=== spi_frame_slave ===
### Wiring by layer, spi_frame_slave

(3 px per um)
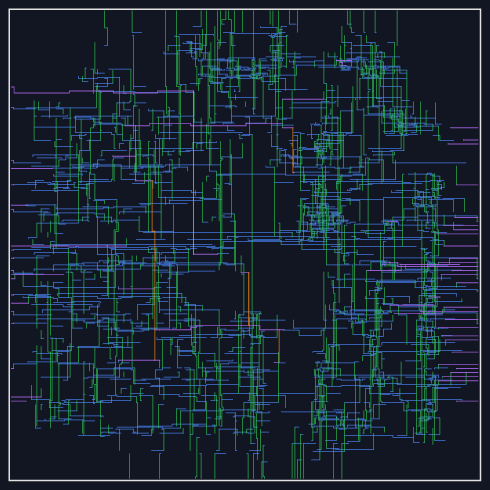

## src/rtl/spi_pkg.sv

```systemverilog
// Shared types and SPI mode helpers for the PIC-link frame slave.
package spi_pkg;

    typedef enum logic [1:0] {
        IDLE  = 2'd0,
        SHIFT = 2'd1,
        DONE  = 2'd2
    } spi_state_t;

    // SPI mode numbering is {CPOL,CPHA}.
    localparam int MODE0 = 0;
    localparam int MODE1 = 1;
    localparam int MODE2 = 2;
    localparam int MODE3 = 3;

    function automatic logic mode_cpol(input int mode);
        return ((mode / 2) % 2) != 0;
    endfunction

    function automatic logic mode_cpha(input int mode);
        return (mode % 2) != 0;
    endfunction

    // Data is sampled on the rising sck edge exactly when CPOL equals CPHA.
    function automatic logic sample_on_rise(input int mode);
        return mode_cpol(mode) == mode_cpha(mode);
    endfunction

endpackage

```

## src/rtl/sync_bits.sv

```systemverilog
// Generic multi-bit synchronizer: LEN flops per bit, asynchronously cleared by reset_b.
module sync_bits
    import spi_pkg::*;
#(
    parameter int WIDTH = 1,
    parameter int LEN   = 2
) (
    input  logic             clk,
    input  logic             reset_b,
    input  logic [WIDTH-1:0] din,
    output logic [WIDTH-1:0] dout
);

    logic [WIDTH-1:0] stage [LEN];

    // NOTE: every stage is cleared so a synced cs_b starts low and cannot fake a falling edge after reset.
    always_ff @(posedge clk or negedge reset_b) begin
        if (!reset_b) begin
            for (int i = 0; i < LEN; i++) stage[i] <= '0;
        end else begin
            // NOTE: non-blocking assignments make each stage take its neighbour's pre-edge value.
            stage[0] <= din;
            for (int i = 1; i < LEN; i++) stage[i] <= stage[i-1];
        end
    end

    assign dout = stage[LEN-1];

endmodule

```

## src/rtl/spi_frame_slave.sv

```systemverilog
// Oversampling SPI frame slave in the clk domain: configurable width/mode, double-buffered
// receive data published on update, abort/overrun detection with saturating counters.
module spi_frame_slave
    import spi_pkg::*;
#(
    parameter int FRAME_W  = 32,
    parameter int MODE     = MODE1,
    parameter int SYNC_LEN = 2,
    parameter int CNT_W    = 8
) (
    input  logic               clk,
    input  logic               reset_b,
    input  logic               sck,
    input  logic               cs_b,
    input  logic               sdo,
    output logic               sdi,
    input  logic [FRAME_W-1:0] d,
    input  logic               update,
    output logic [FRAME_W-1:0] q,
    output logic               rx_new,
    output logic               pending,
    output logic               overrun,
    output logic [CNT_W-1:0]   abort_cnt,
    output logic [CNT_W-1:0]   overrun_cnt,
    input  logic               clr_err
);

    localparam int                  CNT_BITS    = $clog2(FRAME_W + 1);
    localparam logic                SAMPLE_RISE = sample_on_rise(MODE);
    localparam logic [CNT_BITS-1:0] LAST_BIT    = CNT_BITS'(FRAME_W - 1);
    localparam logic [CNT_W-1:0]    CNT_MAX     = '1;

    logic sck_s, cs_b_s, sdo_s;
    logic sck_q, cs_b_q;

    sync_bits #(.WIDTH(3), .LEN(SYNC_LEN)) u_sync (
        .clk     (clk),
        .reset_b (reset_b),
        .din     ({sck, cs_b, sdo}),
        .dout    ({sck_s, cs_b_s, sdo_s})
    );

    always_ff @(posedge clk or negedge reset_b) begin
        if (!reset_b) begin
            sck_q  <= 1'b0;
            cs_b_q <= 1'b0;
        end else begin
            sck_q  <= sck_s;
            cs_b_q <= cs_b_s;
        end
    end

    logic sck_rise, sck_fall, cs_fall, cs_rise, sample_edge, shift_edge;

    assign sck_rise    = sck_s & ~sck_q;
    assign sck_fall    = ~sck_s & sck_q;
    assign cs_fall     = ~cs_b_s & cs_b_q;
    assign cs_rise     = cs_b_s & ~cs_b_q;
    assign sample_edge = SAMPLE_RISE ? sck_rise : sck_fall;
    assign shift_edge  = SAMPLE_RISE ? sck_fall : sck_rise;

    spi_state_t          state;
    logic [CNT_BITS-1:0] cnt;
    logic [FRAME_W-2:0]  tx_sr;     // bits still to send after the one on sdi
    logic [FRAME_W-1:0]  rx_sr;
    logic                abort_evt;

    assign abort_evt = (state == SHIFT) && cs_rise && (cnt != '0);

    always_ff @(posedge clk or negedge reset_b) begin
        if (!reset_b) begin
            state     <= IDLE;
            cnt       <= '0;
            tx_sr     <= '0;
            rx_sr     <= '0;
            sdi       <= 1'b0;
            rx_new    <= 1'b0;
            abort_cnt <= '0;
        end else begin
            rx_new <= 1'b0;

            if (clr_err)
                abort_cnt <= '0;
            else if (abort_evt && abort_cnt != CNT_MAX)
                abort_cnt <= abort_cnt + 1'b1;

            unique case (state)
                IDLE: begin
                    if (cs_fall) begin
                        tx_sr <= d[FRAME_W-2:0];
                        sdi   <= d[FRAME_W-1];
                        cnt   <= '0;
                        state <= SHIFT;
                    end
                end
                SHIFT: begin
                    if (cs_rise) begin
                        sdi   <= 1'b0;
                        state <= IDLE;
                    end else if (sample_edge) begin
                        rx_sr <= {rx_sr[FRAME_W-2:0], sdo_s};
                        cnt   <= cnt + 1'b1;
                        if (cnt == LAST_BIT) begin
                            rx_new <= 1'b1;
                            sdi    <= 1'b0;
                            state  <= DONE;
                        end
                    end else if (shift_edge && cnt != '0) begin
                        // A shift edge ahead of the first sample (CPHA=1 leading edge) keeps the MSB on sdi.
                        tx_sr <= {tx_sr[FRAME_W-3:0], 1'b0};
                        sdi   <= tx_sr[FRAME_W-2];
                    end
                end
                DONE: begin
                    if (cs_rise) state <= IDLE;
                end
                default: state <= IDLE;
            endcase
        end
    end

    // rx_buf takes the finished frame at the end of the rx_new cycle, so an update in that
    // same cycle still publishes the previous frame.
    logic [FRAME_W-1:0] rx_buf;

    always_ff @(posedge clk or negedge reset_b) begin
        if (!reset_b) begin
            rx_buf      <= '0;
            q           <= '0;
            pending     <= 1'b0;
            overrun     <= 1'b0;
            overrun_cnt <= '0;
        end else begin
            if (rx_new) begin
                rx_buf  <= rx_sr;
                pending <= 1'b1;
                if (update && pending) q <= rx_buf;
            end else if (update && pending) begin
                q       <= rx_buf;
                pending <= 1'b0;
            end

            if (clr_err) begin
                overrun     <= 1'b0;
                overrun_cnt <= '0;
            end else if (rx_new && pending && !update) begin
                overrun <= 1'b1;
                if (overrun_cnt != CNT_MAX) overrun_cnt <= overrun_cnt + 1'b1;
            end
        end
    end

endmodule

```

## config.mk

```make
export PLATFORM = sky130hd
export DESIGN_NAME = spi_frame_slave
export DESIGN_NICKNAME = d
export VERILOG_FILES = /design/src/rtl/spi_pkg.sv /design/src/rtl/sync_bits.sv /design/src/rtl/spi_frame_slave.sv
export SDC_FILE = /design/constraint.sdc
export NUM_CORES = 1
export LEC_CHECK = 0
export CORE_MARGIN = 4
export CORE_UTILIZATION = 30
export CTS_BUF_LIST = sky130_fd_sc_hd__clkbuf_2 sky130_fd_sc_hd__clkbuf_4 sky130_fd_sc_hd__clkbuf_8
export DETAILED_ROUTE_END_ITERATION = 8
export PLACE_DENSITY = 0.46
export SYNTH_ARGS = -nofsm -noshare
export SYNTH_HDL_FRONTEND = slang
export SYNTH_HIERARCHICAL = 1
export SYNTH_SLANG_ARGS = --single-unit
```

## constraint.sdc

```tcl
create_clock -name clk -period 5.14 [get_ports clk]
set_input_delay 1.028 -clock clk [delete_from_list [all_inputs] [get_ports clk]]
set_output_delay 1.028 -clock clk [all_outputs]
set_load 0.1 [all_outputs]
```

=== xor_share_arbiter_flat ===
<file path="config.mk">
export PLATFORM = sky130hd
export DESIGN_NAME = xor_share_arbiter_flat
export DESIGN_NICKNAME = d
export VERILOG_FILES = /design/src/rtl/xor_share_arbiter_if.sv /design/src/rtl/xor_share_arbiter.sv /design/src/flat_wrapper.sv
export SDC_FILE = /design/constraint.sdc
export NUM_CORES = 1
export LEC_CHECK = 0
export CAP_MARGIN = 25
export CORE_UTILIZATION = 33
export CTS_CLUSTER_DIAMETER = 60
export DETAILED_ROUTE_END_ITERATION = 16
export GPL_TIMING_DRIVEN = 0
export HOLD_SLACK_MARGIN = 0.03
export PLACE_DENSITY = 0.81
export SKIP_CTS_REPAIR_TIMING = 1
export SYNTH_ARGS = -nofsm -noshare
export SYNTH_HDL_FRONTEND = slang
export SYNTH_SLANG_ARGS = --single-unit
</file>
<file path="constraint.sdc">
create_clock -name clk -period 1.65 [get_ports clk]
set_input_delay 0.33 -clock clk [delete_from_list [all_inputs] [get_ports clk]]
set_output_delay 0.33 -clock clk [all_outputs]
set_load 0.005 [all_outputs]
</file>
<file path="src/rtl/xor_share_arbiter_if.sv">
// Handshake bundle between N operand requesters, the shared XOR arbiter and the result consumer.
// The arbiter uses the slave modport; the requester/consumer side uses master.
interface xor_share_arbiter_if #(
  parameter int N   = 4,
  parameter int W   = 8,
  parameter int IDW = $clog2(N)
) ();
  logic [N-1:0]   req_valid;
  logic [N*W-1:0] req_a;
  logic [N*W-1:0] req_b;
  logic [N-1:0]   req_ready;
  logic           res_valid;
  logic [W-1:0]   res_data;
  logic [IDW-1:0] res_id;
  logic           res_ready;

  modport master (
    output req_valid, req_a, req_b, res_ready,
    input  req_ready, res_valid, res_data, res_id
  );

  modport slave (
    input  req_valid, req_a, req_b, res_ready,
    output req_ready, res_valid, res_data, res_id
  );
endinterface

</file>
<file path="src/rtl/xor_share_arbiter.sv">
// N requesters share one W-bit XOR unit; the result sits in a 1-entry tagged register (1-cycle latency).
// Grants stall while the result is held and res_ready is low. `XOR_ARB_RR_EN picks round-robin, else fixed priority.
module xor_share_arbiter #(
  parameter int N   = 4,
  parameter int W   = 8,
  parameter int IDW = $clog2(N)
) (
  input  logic               clk,
  input  logic               rst_n,
  xor_share_arbiter_if.slave bus
);
  typedef enum logic {EMPTY, FULL} state_e;

  state_e         state_q, state_d;
  logic [W-1:0]   res_data_q, res_data_d;
  logic [IDW-1:0] res_id_q, res_id_d;
  logic           can_accept;
  logic           grant_vld;
  logic           xfer;
  logic [IDW-1:0] grant_idx;
  logic [W-1:0]   xor_res;

`ifdef XOR_ARB_RR_EN
  localparam logic [IDW:0] N_W = (IDW+1)'(N);
  logic [IDW-1:0] last_q, last_d;
  logic [IDW:0]   cand;

  // Search starts just past the last winner and wraps modulo N.
  always_comb begin
    grant_vld = 1'b0;
    grant_idx = '0;
    cand      = '0;
    for (int k = 1; k <= N; k++) begin
      cand = {1'b0, last_q} + (IDW+1)'(k);
      if (cand >= N_W) cand = cand - N_W;
      if (!grant_vld && bus.req_valid[cand[IDW-1:0]]) begin
        grant_vld = 1'b1;
        grant_idx = cand[IDW-1:0];
      end
    end
  end

  assign last_d = xfer ? grant_idx : last_q;

  always_ff @(posedge clk or negedge rst_n) begin
    if (!rst_n) last_q <= IDW'(N - 1);
    else        last_q <= last_d;
  end
`else
  logic [IDW-1:0] k_idx;

  // Walk from the top down so the lowest asserted index is the last to overwrite.
  always_comb begin
    grant_vld = 1'b0;
    grant_idx = '0;
    k_idx     = '0;
    for (int k = N - 1; k >= 0; k--) begin
      k_idx = IDW'(k);
      if (bus.req_valid[k_idx]) begin
        grant_vld = 1'b1;
        grant_idx = k_idx;
      end
    end
  end
`endif

  always_comb begin
    xor_res = '0;
    for (int i = 0; i < N; i++) begin
      if (grant_idx == IDW'(i)) xor_res = bus.req_a[i*W +: W] ^ bus.req_b[i*W +: W];
    end
  end

  assign can_accept = (state_q == EMPTY) || bus.res_ready;
  assign xfer       = can_accept && grant_vld;

  always_comb begin
    state_d    = state_q;
    res_data_d = res_data_q;
    res_id_d   = res_id_q;
    if (xfer) begin
      res_data_d = xor_res;
      res_id_d   = grant_idx;
    end
    case (state_q)
      EMPTY: if (xfer) state_d = FULL;
      FULL:  if (bus.res_ready && !xfer) state_d = EMPTY;
    endcase
  end

  always_ff @(posedge clk or negedge rst_n) begin
    if (!rst_n) begin
      state_q    <= EMPTY;
      res_data_q <= '0;
      res_id_q   <= '0;
    end else begin
      state_q    <= state_d;
      res_data_q <= res_data_d;
      res_id_q   <= res_id_d;
    end
  end

  assign bus.req_ready = xfer ? (N'(1) << grant_idx) : '0;
  assign bus.res_valid = (state_q == FULL);
  assign bus.res_data  = res_data_q;
  assign bus.res_id    = res_id_q;
endmodule
</file>
<file path="src/flat_wrapper.sv">
// flat-port wrapper written by rule: the top's interface ports become plain ports
module xor_share_arbiter_flat 
#(
  parameter int N   = 4,
  parameter int W   = 8,
  parameter int IDW = $clog2(N)
)
  (clk, rst_n, bus_req_valid, bus_req_a, bus_req_b, bus_res_ready, bus_req_ready, bus_res_valid, bus_res_data, bus_res_id);
  xor_share_arbiter_if #(.N(N), .W(W), .IDW(IDW)) bus_i ();
  input  logic clk;
  input  logic rst_n;
  input wire logic [$bits(bus_i.req_valid)-1:0] bus_req_valid;
  input wire logic [$bits(bus_i.req_a)-1:0] bus_req_a;
  input wire logic [$bits(bus_i.req_b)-1:0] bus_req_b;
  input wire logic [$bits(bus_i.res_ready)-1:0] bus_res_ready;
  output wire logic [$bits(bus_i.req_ready)-1:0] bus_req_ready;
  output wire logic [$bits(bus_i.res_valid)-1:0] bus_res_valid;
  output wire logic [$bits(bus_i.res_data)-1:0] bus_res_data;
  output wire logic [$bits(bus_i.res_id)-1:0] bus_res_id;
  assign bus_i.req_valid = bus_req_valid;
  assign bus_i.req_a = bus_req_a;
  assign bus_i.req_b = bus_req_b;
  assign bus_i.res_ready = bus_res_ready;
  assign bus_req_ready = bus_i.req_ready;
  assign bus_res_valid = bus_i.res_valid;
  assign bus_res_data = bus_i.res_data;
  assign bus_res_id = bus_i.res_id;
  xor_share_arbiter #(.N(N), .W(W), .IDW(IDW)) u_core (.clk(clk), .rst_n(rst_n), .bus(bus_i));
endmodule
</file>
=== pipe_hazard_unit ===
===== config.mk =====
export PLATFORM = sky130hd
export DESIGN_NAME = pipe_hazard_unit
export DESIGN_NICKNAME = d
export VERILOG_FILES = /design/src/rtl/pipe_hazard_unit.sv
export SDC_FILE = /design/constraint.sdc
export NUM_CORES = 1
export LEC_CHECK = 0
export CORE_AREA = 2 2 75 84
export CTS_CLUSTER_DIAMETER = 200
export DETAILED_ROUTE_END_ITERATION = 12
export DIE_AREA = 0 0 77 86
export PLACE_DENSITY = 0.74
export SETUP_SLACK_MARGIN = 0.15
export SYNTH_ARGS = -nofsm -noshare
export SYNTH_HDL_FRONTEND = slang
export SYNTH_SLANG_ARGS = --single-unit

===== constraint.sdc =====
create_clock -name clk -period 2.3 [get_ports clk]
set_input_delay 0.46 -clock clk [delete_from_list [all_inputs] [get_ports clk]]
set_output_delay 0.46 -clock clk [all_outputs]
set_load 0.01 [all_outputs]

===== src/rtl/pipe_hazard_unit.sv =====
//------------------------------------------------------------------------------
// pipe_hazard_unit
//
// Hazard-detection and forwarding controller for the 5-stage pipeline
// (IF, ID, EX, MEM, WB). The unit keeps a private scoreboard of the
// destinations held in EX, MEM and WB. This lets the datapath report only
// what the ID stage holds, without feeding pipeline-register state back.
//
// From the ID instruction and the scoreboard it produces:
//   - load-use stalls (combinational),
//   - taken-branch flushes (combinational),
//   - registered EX-stage forwarding selects, one per source operand,
//   - saturating counters of stall cycles and branch flushes.
//
// Parameters:
//   AW          register-address width
//   NUM_SRC     source operands per instruction
//   ZERO_REG_EN 1: register 0 is never a hazard and is never forwarded
//   CNT_W       width of the stall and flush counters
//
// Ports:
//   clk          rising-edge clock
//   rst          synchronous active-high reset
//   id_valid     ID holds a real instruction
//   id_src       source register numbers, operand k at [k*AW +: AW]
//   id_src_used  operand k is actually read
//   id_rd        destination register of the ID instruction
//   id_wr        ID instruction writes id_rd
//   id_load      ID instruction is a load (data ready after MEM)
//   ex_br_taken  branch currently in EX is taken
//   stall_if     hold the PC
//   stall_id     hold the IF/ID register
//   flush_id     kill the IF/ID contents
//   pc_redirect  select the branch target for the PC
//   fwd_sel      per-operand EX mux select, 2 bits per operand:
//                00 ID/EX value, 01 EX/MEM ALU result, 10 MEM/WB value
//   stall_cnt    load-use stall cycles, saturating
//   flush_cnt    taken-branch flushes, saturating
//------------------------------------------------------------------------------
module pipe_hazard_unit #(
   parameter int AW          = 5,
   parameter int NUM_SRC     = 2,
   parameter int ZERO_REG_EN = 1,
   parameter int CNT_W       = 16
) (
   input  logic                   clk,
   input  logic                   rst,
   input  logic                   id_valid,
   input  logic [NUM_SRC*AW-1:0]  id_src,
   input  logic [NUM_SRC-1:0]     id_src_used,
   input  logic [AW-1:0]          id_rd,
   input  logic                   id_wr,
   input  logic                   id_load,
   input  logic                   ex_br_taken,
   output logic                   stall_if,
   output logic                   stall_id,
   output logic                   flush_id,
   output logic                   pc_redirect,
   output logic [NUM_SRC*2-1:0]   fwd_sel,
   output logic [CNT_W-1:0]       stall_cnt,
   output logic [CNT_W-1:0]       flush_cnt
);

   typedef struct packed {
      logic          v;
      logic [AW-1:0] rd;
      logic          wr;
      logic          ld;
   } sb_entry_t;

   localparam logic [CNT_W-1:0] CNT_MAX = '1;

   sb_entry_t             sb_ex;
   sb_entry_t             sb_mem;
   sb_entry_t             sb_wb;
   sb_entry_t             ex_next;
   logic [NUM_SRC-1:0]    match_ex;
   logic [NUM_SRC-1:0]    match_mem;
   logic                  load_use;
   logic                  bubble;
   logic [NUM_SRC*2-1:0]  fwd_next;
   logic                  unused_wb;

   // A source operand is a hazard against a scoreboard entry only when the
   // ID instruction is real, the operand is actually read, and the entry
   // holds a live writer of that same register. Register 0 is hardwired in
   // the regfile when ZERO_REG_EN is set, so it never needs forwarding.
   function automatic logic src_hits(input sb_entry_t e,
                                     input logic [AW-1:0] src,
                                     input logic used,
                                     input logic valid);
      logic zero_blocked;
      zero_blocked = (ZERO_REG_EN != 0) && (src == '0);
      return valid & used & e.v & e.wr & (e.rd == src) & ~zero_blocked;
   endfunction

   // Match every operand against the EX and MEM producers. WB is not
   // matched: the regfile write-through already delivers that value to ID.
   always_comb begin
      match_ex  = '0;
      match_mem = '0;
      for (int k = 0; k < NUM_SRC; k++) begin
         match_ex[k]  = src_hits(sb_ex,  id_src[k*AW +: AW], id_src_used[k], id_valid);
         match_mem[k] = src_hits(sb_mem, id_src[k*AW +: AW], id_src_used[k], id_valid);
      end
   end

   // Stall/flush decisions. A load in EX cannot forward its data in time,
   // so any consumer right behind it must wait one cycle. A taken branch
   // wins over such a stall because the stalled instruction is on the wrong
   // path and is about to be killed anyway. Whenever ID is empty, stalled
   // or flushed, EX receives a bubble instead of the ID instruction.
   always_comb begin
      load_use    = (|match_ex) & sb_ex.ld;
      stall_if    = load_use & ~ex_br_taken;
      stall_id    = load_use & ~ex_br_taken;
      flush_id    = ex_br_taken;
      pc_redirect = ex_br_taken;
      bubble      = ~id_valid | load_use | ex_br_taken;
   end

   // Next EX entry and the forwarding select that travels with it. The EX
   // producer is the youngest, so it has priority over MEM. After a
   // load-use stall the load has moved on to MEM, so the re-evaluated
   // consumer naturally picks the MEM/WB path. Bubbles carry no selects.
   always_comb begin
      ex_next  = '0;
      fwd_next = '0;
      if (!bubble) begin
         ex_next = '{v: 1'b1, rd: id_rd, wr: id_wr, ld: id_load};
         for (int k = 0; k < NUM_SRC; k++) begin
            if (match_ex[k]) begin
               fwd_next[k*2 +: 2] = 2'b01;
            end else if (match_mem[k]) begin
               fwd_next[k*2 +: 2] = 2'b10;
            end
         end
      end
   end

   // Scoreboard shift and registered forwarding select. Entries simply
   // march EX -> MEM -> WB each cycle; reset empties the whole pipeline
   // view so nothing matches until real instructions arrive again.
   always_ff @(posedge clk) begin
      if (rst) begin
         sb_ex   <= '0;
         sb_mem  <= '0;
         sb_wb   <= '0;
         fwd_sel <= '0;
      end else begin
         sb_wb   <= sb_mem;
         sb_mem  <= sb_ex;
         sb_ex   <= ex_next;
         fwd_sel <= fwd_next;
      end
   end

   // Event counters. They stop at all-ones rather than wrapping, so a
   // long-running profile never reports a misleadingly small number.
   always_ff @(posedge clk) begin
      if (rst) begin
         stall_cnt <= '0;
         flush_cnt <= '0;
      end else begin
         if (stall_if && (stall_cnt != CNT_MAX)) begin
            stall_cnt <= stall_cnt + 1'b1;
         end
         if (ex_br_taken && (flush_cnt != CNT_MAX)) begin
            flush_cnt <= flush_cnt + 1'b1;
         end
      end
   end

   // The WB entry retires here. It is kept so the scoreboard mirrors the
   // whole back end of the pipeline, but no decision depends on it.
   assign unused_wb = ^sb_wb;

endmodule


=== stack_sequencer ===
--- config.mk ---
export PLATFORM = sky130hd
export DESIGN_NAME = stack_sequencer
export DESIGN_NICKNAME = d
export VERILOG_FILES = /design/src/rtl/stack_seq_pkg.sv /design/src/rtl/stack_sequencer.sv
export SDC_FILE = /design/constraint.sdc
export NUM_CORES = 1
export LEC_CHECK = 0
export CAP_MARGIN = 40
export CORE_MARGIN = 2
export CORE_UTILIZATION = 40
export DETAILED_ROUTE_END_ITERATION = 10
export PLACE_DENSITY_LB_ADDON = 0.3
export SETUP_SLACK_MARGIN = 0.1
export SYNTH_ARGS = -nofsm -noshare
export SYNTH_HDL_FRONTEND = slang
export SYNTH_SLANG_ARGS = --single-unit
export TNS_END_PERCENT = 100
--- constraint.sdc ---
create_clock -name clk -period 1.7 [get_ports clk]
set_input_delay 0.34 -clock clk [delete_from_list [all_inputs] [get_ports clk]]
set_output_delay 0.34 -clock clk [all_outputs]
set_load 0.03 [all_outputs]
--- src/rtl/stack_seq_pkg.sv ---
// Shared definitions for the stack sequencer.
// Provides the cmd_op encodings, the sequencer state enum and the int_count
// step codes that the interrupt-entry sequence reports.
package stack_seq_pkg;

  typedef enum logic [1:0] {
    CMD_NONE = 2'b00,
    CMD_CALL = 2'b01,
    CMD_RET  = 2'b10,
    CMD_RTI  = 2'b11
  } cmd_op_e;

  typedef enum logic [3:0] {
    StIdle,
    StIntHi,
    StIntLo,
    StIntFl,
    StCallHi,
    StCallLo,
    StRetLo,
    StRetHi,
    StRtiFl,
    StRtiLo,
    StRtiHi,
    StRedirect
  } state_e;

  localparam logic [1:0] INT_STEP_IDLE = 2'b00;
  localparam logic [1:0] INT_STEP_HI   = 2'b01;
  localparam logic [1:0] INT_STEP_LO   = 2'b10;
  localparam logic [1:0] INT_STEP_FL   = 2'b11;

endpackage

--- src/rtl/stack_sequencer.sv ---
// Stack sequencer: multi-cycle controller driving the memory stage's stack
// port for interrupt entry, CALL, RET and RTI.
// Inputs : clk, rst_n (async, active low), int_req, cmd_valid/cmd_op/cmd_target,
//          cur_pc and flags_in (state to save), mem_rdata (same-cycle pop data).
// Outputs: stall (front-end freeze), push/pop/wdata (stack port), int_count and
//          int_active (interrupt-entry progress), pc_load/pc_next (redirect),
//          flags_load/flags_out (RTI flag restore).
module stack_sequencer
  import stack_seq_pkg::*;
#(
  parameter logic [31:0] INT_VECTOR = 32'h0000_0000,
  parameter int unsigned PC_W       = 32
) (
  input  logic            clk,
  input  logic            rst_n,
  input  logic            int_req,
  input  logic            cmd_valid,
  input  logic [1:0]      cmd_op,
  input  logic [PC_W-1:0] cmd_target,
  input  logic [PC_W-1:0] cur_pc,
  input  logic [2:0]      flags_in,
  input  logic [15:0]     mem_rdata,
  output logic            stall,
  output logic            push,
  output logic            pop,
  output logic [15:0]     wdata,
  output logic [1:0]      int_count,
  output logic            int_active,
  output logic            pc_load,
  output logic [PC_W-1:0] pc_next,
  output logic            flags_load,
  output logic [2:0]      flags_out
);

  // The PC is pushed as exactly two 16-bit halves.
  if (PC_W != 32) begin : gen_pc_w_check
    $error("stack_sequencer: PC_W must be 32");
  end

  state_e          state_q, state_d;
  logic            int_pend_q, int_pend_d;
  logic [PC_W-1:0] spc_q, spc_d;
  logic [2:0]      sflg_q, sflg_d;
  logic [PC_W-1:0] tgt_q, tgt_d;
  logic [2:0]      rflg_q, rflg_d;
  logic            is_rti_q, is_rti_d;
  logic            int_any;

  // A request arriving in the acceptance cycle itself still wins priority.
  assign int_any = int_pend_q | int_req;

  always_comb begin
    state_d    = state_q;
    int_pend_d = int_pend_q | int_req;
    spc_d      = spc_q;
    sflg_d     = sflg_q;
    tgt_d      = tgt_q;
    rflg_d     = rflg_q;
    is_rti_d   = is_rti_q;
    stall      = (state_q != StIdle);
    push       = 1'b0;
    pop        = 1'b0;
    wdata      = 16'h0000;
    int_count  = INT_STEP_IDLE;
    int_active = 1'b0;
    pc_load    = 1'b0;
    pc_next    = '0;
    flags_load = 1'b0;
    flags_out  = 3'b000;

    unique case (state_q)
      StIdle: begin
        if (int_any) begin
          stall      = 1'b1;
          int_pend_d = 1'b0;
          spc_d      = cur_pc;
          sflg_d     = flags_in;
          tgt_d      = INT_VECTOR;
          is_rti_d   = 1'b0;
          state_d    = StIntHi;
        end else if (cmd_valid && (cmd_op != CMD_NONE)) begin
          stall    = 1'b1;
          spc_d    = cur_pc;
          sflg_d   = flags_in;
          tgt_d    = cmd_target;
          is_rti_d = (cmd_op == CMD_RTI);
          unique case (cmd_op)
            CMD_CALL: state_d = StCallHi;
            CMD_RET:  state_d = StRetLo;
            CMD_RTI:  state_d = StRtiFl;
            default:  state_d = StIdle;
          endcase
        end
      end
      StIntHi: begin
        push       = 1'b1;
        wdata      = spc_q[31:16];
        int_count  = INT_STEP_HI;
        int_active = 1'b1;
        state_d    = StIntLo;
      end
      StIntLo: begin
        push       = 1'b1;
        wdata      = spc_q[15:0];
        int_count  = INT_STEP_LO;
        int_active = 1'b1;
        state_d    = StIntFl;
      end
      StIntFl: begin
        push       = 1'b1;
        wdata      = {13'b0, sflg_q};
        int_count  = INT_STEP_FL;
        int_active = 1'b1;
        state_d    = StRedirect;
      end
      StCallHi: begin
        push    = 1'b1;
        wdata   = spc_q[31:16];
        state_d = StCallLo;
      end
      StCallLo: begin
        push    = 1'b1;
        wdata   = spc_q[15:0];
        state_d = StRedirect;
      end
      StRetLo: begin
        pop     = 1'b1;
        tgt_d   = {tgt_q[31:16], mem_rdata};
        state_d = StRetHi;
      end
      StRetHi: begin
        pop     = 1'b1;
        tgt_d   = {mem_rdata, tgt_q[15:0]};
        state_d = StRedirect;
      end
      StRtiFl: begin
        pop     = 1'b1;
        rflg_d  = mem_rdata[2:0];
        state_d = StRtiLo;
      end
      StRtiLo: begin
        pop     = 1'b1;
        tgt_d   = {tgt_q[31:16], mem_rdata};
        state_d = StRtiHi;
      end
      StRtiHi: begin
        pop     = 1'b1;
        tgt_d   = {mem_rdata, tgt_q[15:0]};
        state_d = StRedirect;
      end
      StRedirect: begin
        pc_load = 1'b1;
        pc_next = tgt_q;
        if (is_rti_q) begin
          flags_load = 1'b1;
          flags_out  = rflg_q;
        end
        state_d = StIdle;
      end
      default: state_d = StIdle;
    endcase
  end

  always_ff @(posedge clk or negedge rst_n) begin
    if (!rst_n) begin
      state_q    <= StIdle;
      int_pend_q <= 1'b0;
      spc_q      <= '0;
      sflg_q     <= 3'b000;
      tgt_q      <= '0;
      rflg_q     <= 3'b000;
      is_rti_q   <= 1'b0;
    end else begin
      state_q    <= state_d;
      int_pend_q <= int_pend_d;
      spc_q      <= spc_d;
      sflg_q     <= sflg_d;
      tgt_q      <= tgt_d;
      rflg_q     <= rflg_d;
      is_rti_q   <= is_rti_d;
    end
  end

endmodule


==> layout pictures side by side <==
Gate families picked out.
image #1
(3 px per um)
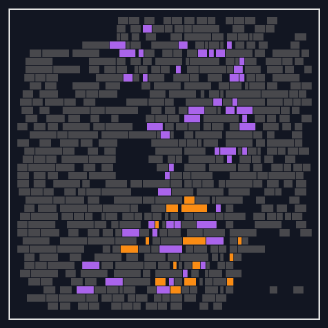
image #2
(2 px per um)
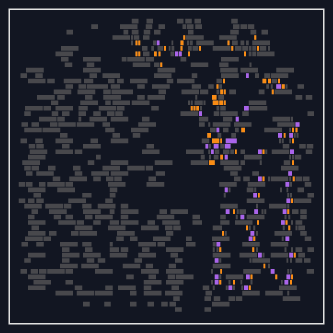
image #3
(4 px per um)
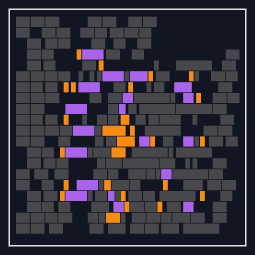
image #4
(3 px per um)
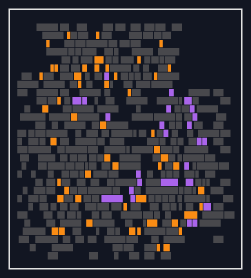
| from | picture |
|---|---|
| stack_sequencer | image #1 |
| spi_frame_slave | image #2 |
| pipe_hazard_unit | image #4 |
| xor_share_arbiter_flat | image #3 |
- largest die: image #2
- most cells: image #2

Key to image #1:
purple -> inverting AOI/OAI gates  # cells 49
orange -> NOR gates  # cells 15, where bottom centre

### Wiring by layer, stack_sequencer

(4 px per um)
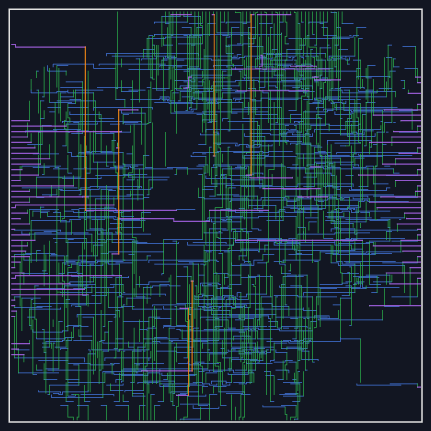
blue -> met1  # wire length 5000 um
orange -> met4  # wire length 197 um
green -> met2  # wire length 5720 um
purple -> met3  # wire length 756 um
Routed WL: 11.7 mm
via count: 3407
drt wl/cell: 17.5 um
gr usage total: 0.222

==> flow_metrics.py, stack_sequencer <==
# Metrics from the implementation run
metrics = {
    "logic_synthesis": {
        "synthTopCellsByArea": "dfrtp_1 (49%), mux2_2 (13%), a22o_1 (6.5%), and2_1 (5.8%), mux2_4 (3.8%)",
        "ys_chip_area_sq_um": 3900,
        "edf_count": 0,
        "ys.flop_type": "dfrtp_1",
        "syn_inst": 333,
        "syn_nets": 426,
        "ys_seq_share": 0.487,
        "synthXorXnorAreaFrac": 0.00224,
        "synth_area_sq_um": 3900,
        "yosys_cells": 333,
        "top_cell": "dfrtp_1",
    },
    "layout": {
        "antenna_cells": 0,
        "lay_top_count": "clkdlybuf4s50_1",
        "comb_area_sq_um": 2260,
        "ff_count": 76,
        "buffer_area_frac": 0.329,
        "synthToLayoutAreaGrowth_pct": 73.3,
    },
    "routing": {
        "drt_iter0_drc": 111,
        "dr_wl_met3_um": 756,
        "viasPerCell": 5.12,
        "route.met2.wl_mm": 5.72,
        "wl_met1_mm": 5.00,
        "ant_nets": 0,
    },
    "pwr": {
        "p_per_area_nw_per_um2": 1770,
        "sequentialPower_uw": 3230,
        "switching_share": 0.378,
        "comb_power_share": 0.613,
        "clk-power_uw": 1410,
        "leakage_uw": 0.00301,
    },
    "final_timing": {
        "tightestPinTransition_ps": 481,
        "setup_slack_ps": -508,
        "slew_violations": 0,
        "clock_skew_ps": 13.0,
        "setup_viol": 127,
        "slew-limit-headroom": 0.679,
    },
    "critical_path": {
        "path_depth": 6,
        "crit_required_ps": 1360,
        "path_class": "register to primary output",
        "crit_chain": "buf_12 -> nand3b_1 -> a21oi_4 -> buf_6 -> a22o_4 -> buf_6",
        "end_kind": "primary output",
        "crit_top_cell": "buf_6",
        "cp.arrival_ps": 1870,
        "rr_worst_depth": 7,
        "r2r_setup_slack_ps": -310,
    },
    "cts": {
        "htreeDepth": 3,
        "postCtsSetupRepairBufs": 10,
        "cts_resized": 71,
        "path_clk_slew_ps": 90,
    },
    "die": {
        "core-area_sq_um": 9640,
        "die_x_um": 103,
        "well_tap_count": 133,
    },
    "global_routing": {
        "grt_util_met2": 0.368,
        "grt_start_max_net_pins": 36,
        "grt_antenna_before_repair": 0,
        "grt_pass1_vias": 3583,
    },
    "place": {
        "port_buffers": 147,
        "dpl-instance-area_sq_um": 5910,
        "post-place-ws_ps": -534,
    },
    "outcome": {
        "status": "finished with violations",
        "violations": "setup timing",
    },
    "run": {
        "drv_cap": 0,
    },
}
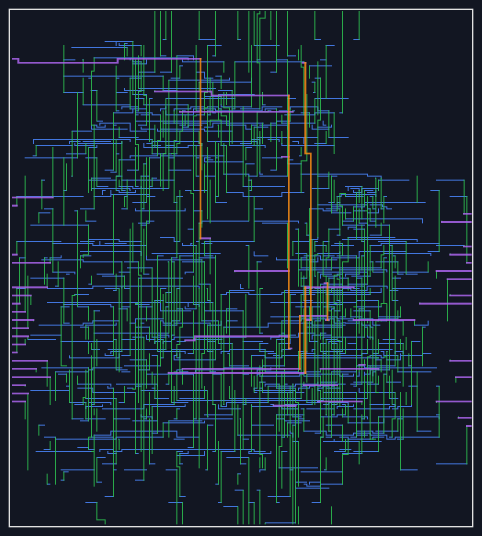
*Wiring by layer, pipe_hazard_unit*
(6 px per um)
blue -> met1  # wire length 2660 um
green -> met2  # wire length 3220 um
orange -> met4  # wire length 145 um
purple -> met3  # wire length 305 um

==> flow_metrics.py, pipe_hazard_unit <==
# Metrics from the implementation run
metrics = {
    "outcome": {
        "status": "finished with violations",
        "violations": "setup timing",
    },
    "logic_synthesis": {
        "simple_gate_share": 0.314,
        "mux_share": 0.0263,
        "yosysWarnings": 0,
        "synth-async-reset-ratio": 0,
        "syn_inst": 276,
        "netlist.area_leader.share": 0.412,
        "synth_area_sq_um": 2480,
        "ys_sh_aoi": 0.0859,
        "synth.largest_area_cell": "dfxtp_1",
        "synthXorXnorAreaFrac": 0.117,
        "yosys_cells": 276,
    },
    "final_timing": {
        "clock_skew_ps": 5.31,
        "setup_viol": 2,
        "rsz0062_at_grt": "yes",
        "period_needed_ps": 2420,
        "setup_slack_ps": -120,
        "final_hold_viol_count": 0,
        "max_clock_freq_ghz": 0.413,
    },
    "pwr": {
        "p_sw_uw": 386,
        "power_frac_seq": 0.533,
        "switching_share": 0.228,
        "p_per_area_nw_per_um2": 475,
        "ir_drop_uv": 324,
    },
    "die": {
        "die_x_um": 77,
        "well_tap_count": 77,
    },
    "routing": {
        "drc_errors": 0,
        "wl_per_cell_um": 14.2,
        "wl_met1_mm": 2.66,
    },
    "min_path": {
        "whs_path_depth": 2,
        "whs_endpoint": "stall_cnt[1]$_SDFFE_PP0P_",
    },
    "global_routing": {
        "grt_usage": 0.187,
        "use_met1": 0.220,
        "grt_overflow_total": 0,
    },
    "critical_path": {
        "r2r-start": "sb_ex[5]$_SDFF_PP0_",
        "cp.arrival_ps": 1960,
        "rr_worst_depth": 6,
        "cp_slowest_stage_delay_ps": 530,
        "crit_top_cell": "or4_4",
    },
    "layout": {
        "signal_buffers": 97,
        "combAreaFraction": 0.414,
        "top_regs": "flush_cnt: 16 flops, stall_cnt: 16 flops, sb_ex: 8 flops",
        "comb_area_sq_um": 1470,
    },
    "cts": {
        "cts_resized": 41,
        "postCtsSetupRepairBufs": 1,
    },
    "place": {
        "place.gp.congestion": 0.853,
    },
}
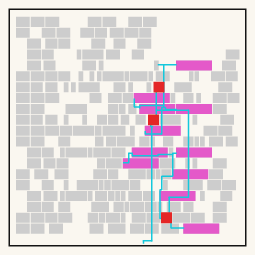
*Clock network drawn from the DEF, xor_share_arbiter_flat*
(4 px per um)
magenta -> flip-flops  # count 11
cyan -> clock wires  # length 169 um
red -> cells driving clock nets  # count 3
routed clock nets = 4
clk pwr: 188 uW
post-route clock skew: 1.32 ps
Latency at later pin: 280 ps
Clock Power Share: 0.182

==> flow_metrics.py, xor_share_arbiter_flat <==
# Metrics from the implementation run
metrics = {
    "outcome": {
        "status": "finished, final reports clean",
    },
    "logic_synthesis": {
        "top_cells_by_count": "nor2_1 (21), nand2_1 (19), xnor2_1 (16), xor2_1 (16), dfrtp_1 (11)",
        "synthXorXnorAreaFrac": 0.264,
        "synth-adder-area-share": 0,
    },
    "pwr": {
        "p_sw_uw": 298,
        "switching_share": 0.288,
        "total_power_uw": 1030,
    },
    "critical_path": {
        "start_kind": "input pin",
        "startpoint": "bus_req_valid[0]",
        "path_buffers": 3,
    },
    "final_timing": {
        "period_needed_ps": 1560,
    },
    "global_routing": {
        "gr-usage-met3": 0.0352,
    },
    "layout": {
        "final_cell_mix": "clkdlybuf4s50_1 (76), nor2_1 (20), nand2_1 (18)",
        "signal_buffers": 95,
        "synthToLayoutAreaGrowth_pct": 94.2,
        "final_util": 0.676,
    },
    "min_path": {
        "hold_path_class": "input pin to register",
    },
    "routing": {
        "dr_wl_met3_um": 220,
    },
}
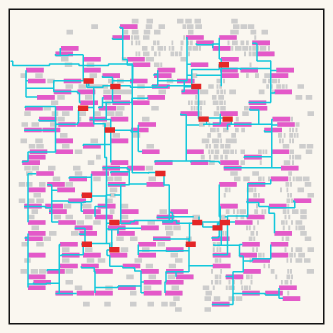
*Clock network drawn from the DEF, spi_frame_slave*
(2 px per um)
magenta -> flip-flops  # count 163
cyan -> clock wires  # length 2180 um
red -> cells driving clock nets  # count 17
flops lie = spread over the die

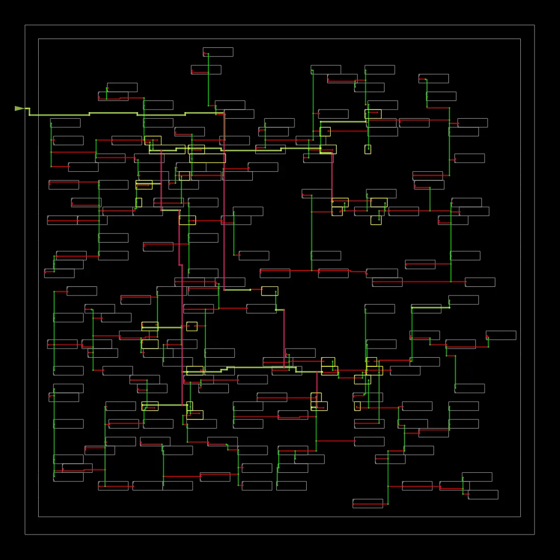
*Clock nets, spi_frame_slave*
clock sink count: 163
clk pwr: 946 uW

## Picture notes: 'Wiring by layer' of spi_frame_slave
blue -> met1  # wire length 6580 um
green -> met2  # wire length 6440 um
orange -> met4  # wire length 177 um
purple -> met3  # wire length 730 um

==> flow_metrics.py, spi_frame_slave <==
# Metrics from the implementation run
metrics = {
    "outcome": {
        "status": "finished, final reports clean",
    },
    "critical_path": {
        "r2r_setup_slack_ps": 2810,
        "endpoint": "abort_cnt[5]",
        "cp.arrival_ps": 2070,
        "end_kind": "primary output",
        "rr_worst_depth": 8,
        "path_class": "register to primary output",
        "start_kind": "register",
        "path_buffers": 1,
        "timing.rr.end": "tx_sr[22]$_DFFE_PN0P_",
    },
    "layout": {
        "fin_cells": 921,
        "final_cell_mix": "dfrtp_1 (162), mux2_2 (96), clkdlybuf4s50_1 (89)",
        "logic_gate_count": 341,
        "lay_top_count": "dfrtp_1",
        "num-fill-cells": 2146,
        "combAreaFraction": 0.292,
        "nClkBuffers": 18,
        "signal_buffers": 97,
        "n_all_inverters": 8,
        "buffer_area_frac": 0.116,
        "seq_share": 0.497,
        "comb_area_sq_um": 2400,
        "antenna_cells": 0,
    },
    "logic_synthesis": {
        "synth.logic.top_family": "multiplexers",
        "ys.flop_type": "dfrtp_1",
        "ys_sh_aoi": 0.0503,
        "synth.largest_area_cell": "dfrtp_1",
        "synth_area_sq_um": 6620,
        "syn_avg_cell_area_sq_um": 12.2,
        "ys.flops": 163,
        "syn_inst": 543,
        "netlist.area_leader.share": 0.616,
        "yosysWarnings": 6,
        "ys_types": 41,
        "syn_nets": 586,
        "synthXorXnorAreaFrac": 0.0198,
    },
    "routing": {
        "drc_errors": 0,
        "wirelength_mm": 13.9,
        "dr.max_layer_used": "met4",
        "wl_met1_mm": 6.58,
    },
    "pwr": {
        "p_per_area_nw_per_um2": 356,
        "p_sw_uw": 847,
        "leakage_uw": 0.00377,
    },
    "place": {
        "dpl-instance-area_sq_um": 7810,
    },
    "min_path": {
        "hold_path_class": "register to register",
        "hp-start": "u_sync/stage[4]$_DFF_PN0_",
        "whs_path_depth": 0,
    },
    "die": {
        "core-area_sq_um": 21800,
        "die_x_um": 157,
    },
    "global_routing": {
        "use_met1": 0.154,
        "grt_busiest_layer": "met2",
        "grt_pass1_wl_mm": 23.0,
    },
    "cts": {
        "htreeDepth": 4,
    },
    "final_timing": {
        "slew_violations": 0,
        "period_needed_ps": 3100,
        "tightestPinTransition_ps": 1010,
        "min_period_over_period": 0.603,
        "slew-limit-headroom": 0.325,
    },
}


## Gallery

Clock nets.
shot_01.png
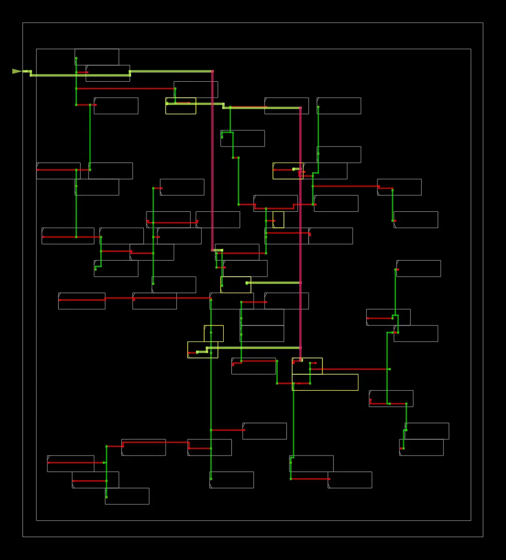
shot_02.png
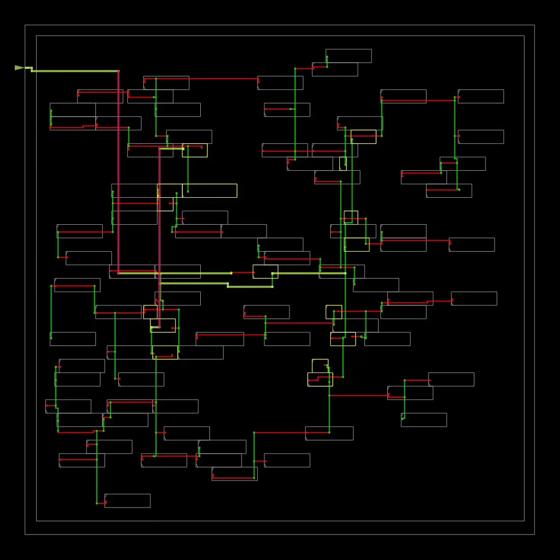
shot_03.png
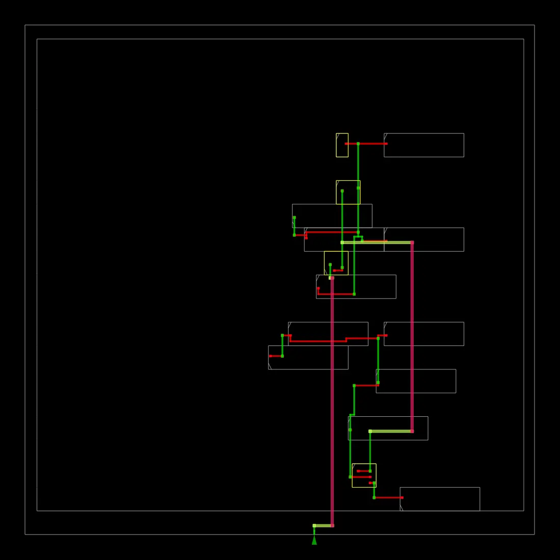
- pipe_hazard_unit = shot_01.png
- xor_share_arbiter_flat = shot_03.png
- stack_sequencer = shot_02.png
Of these, fewest sequential cells: shot_03.png


==> gallery <==
Floorplan with the power grid.
Plate I
(4 px per um) Pins as bars on the die edge.
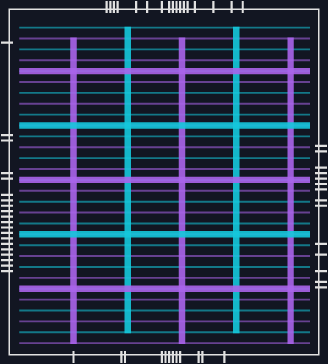
Plate II
(2 px per um) Pins as bars on the die edge.
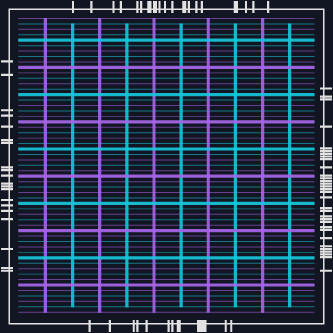
Plate III
(6 px per um) Pins as bars on the die edge.
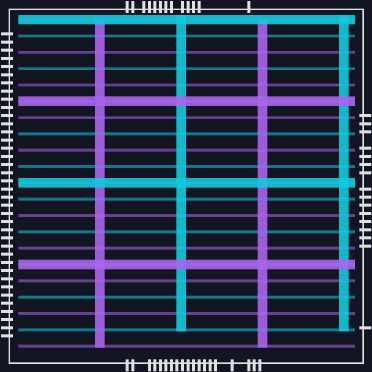
Plate IV
(4 px per um) Pins as bars on the die edge.
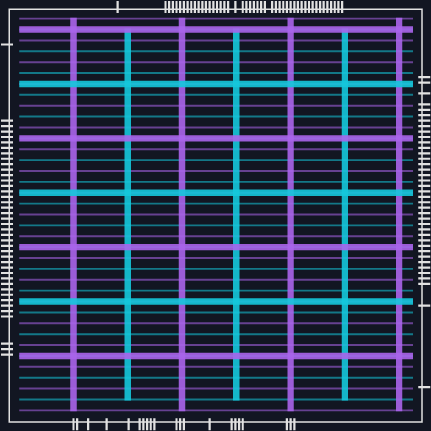
Plate IV: stack_sequencer
Plate III: xor_share_arbiter_flat
Plate II: spi_frame_slave
Plate I: pipe_hazard_unit
- fewest pins: Plate I
- most pins: Plate IV

Key to Plate II:
cyan -> VDD
purple -> VSS
met4 straps = 10
signal pins = 91

Power is estimated from default activity; no workload was simulated.
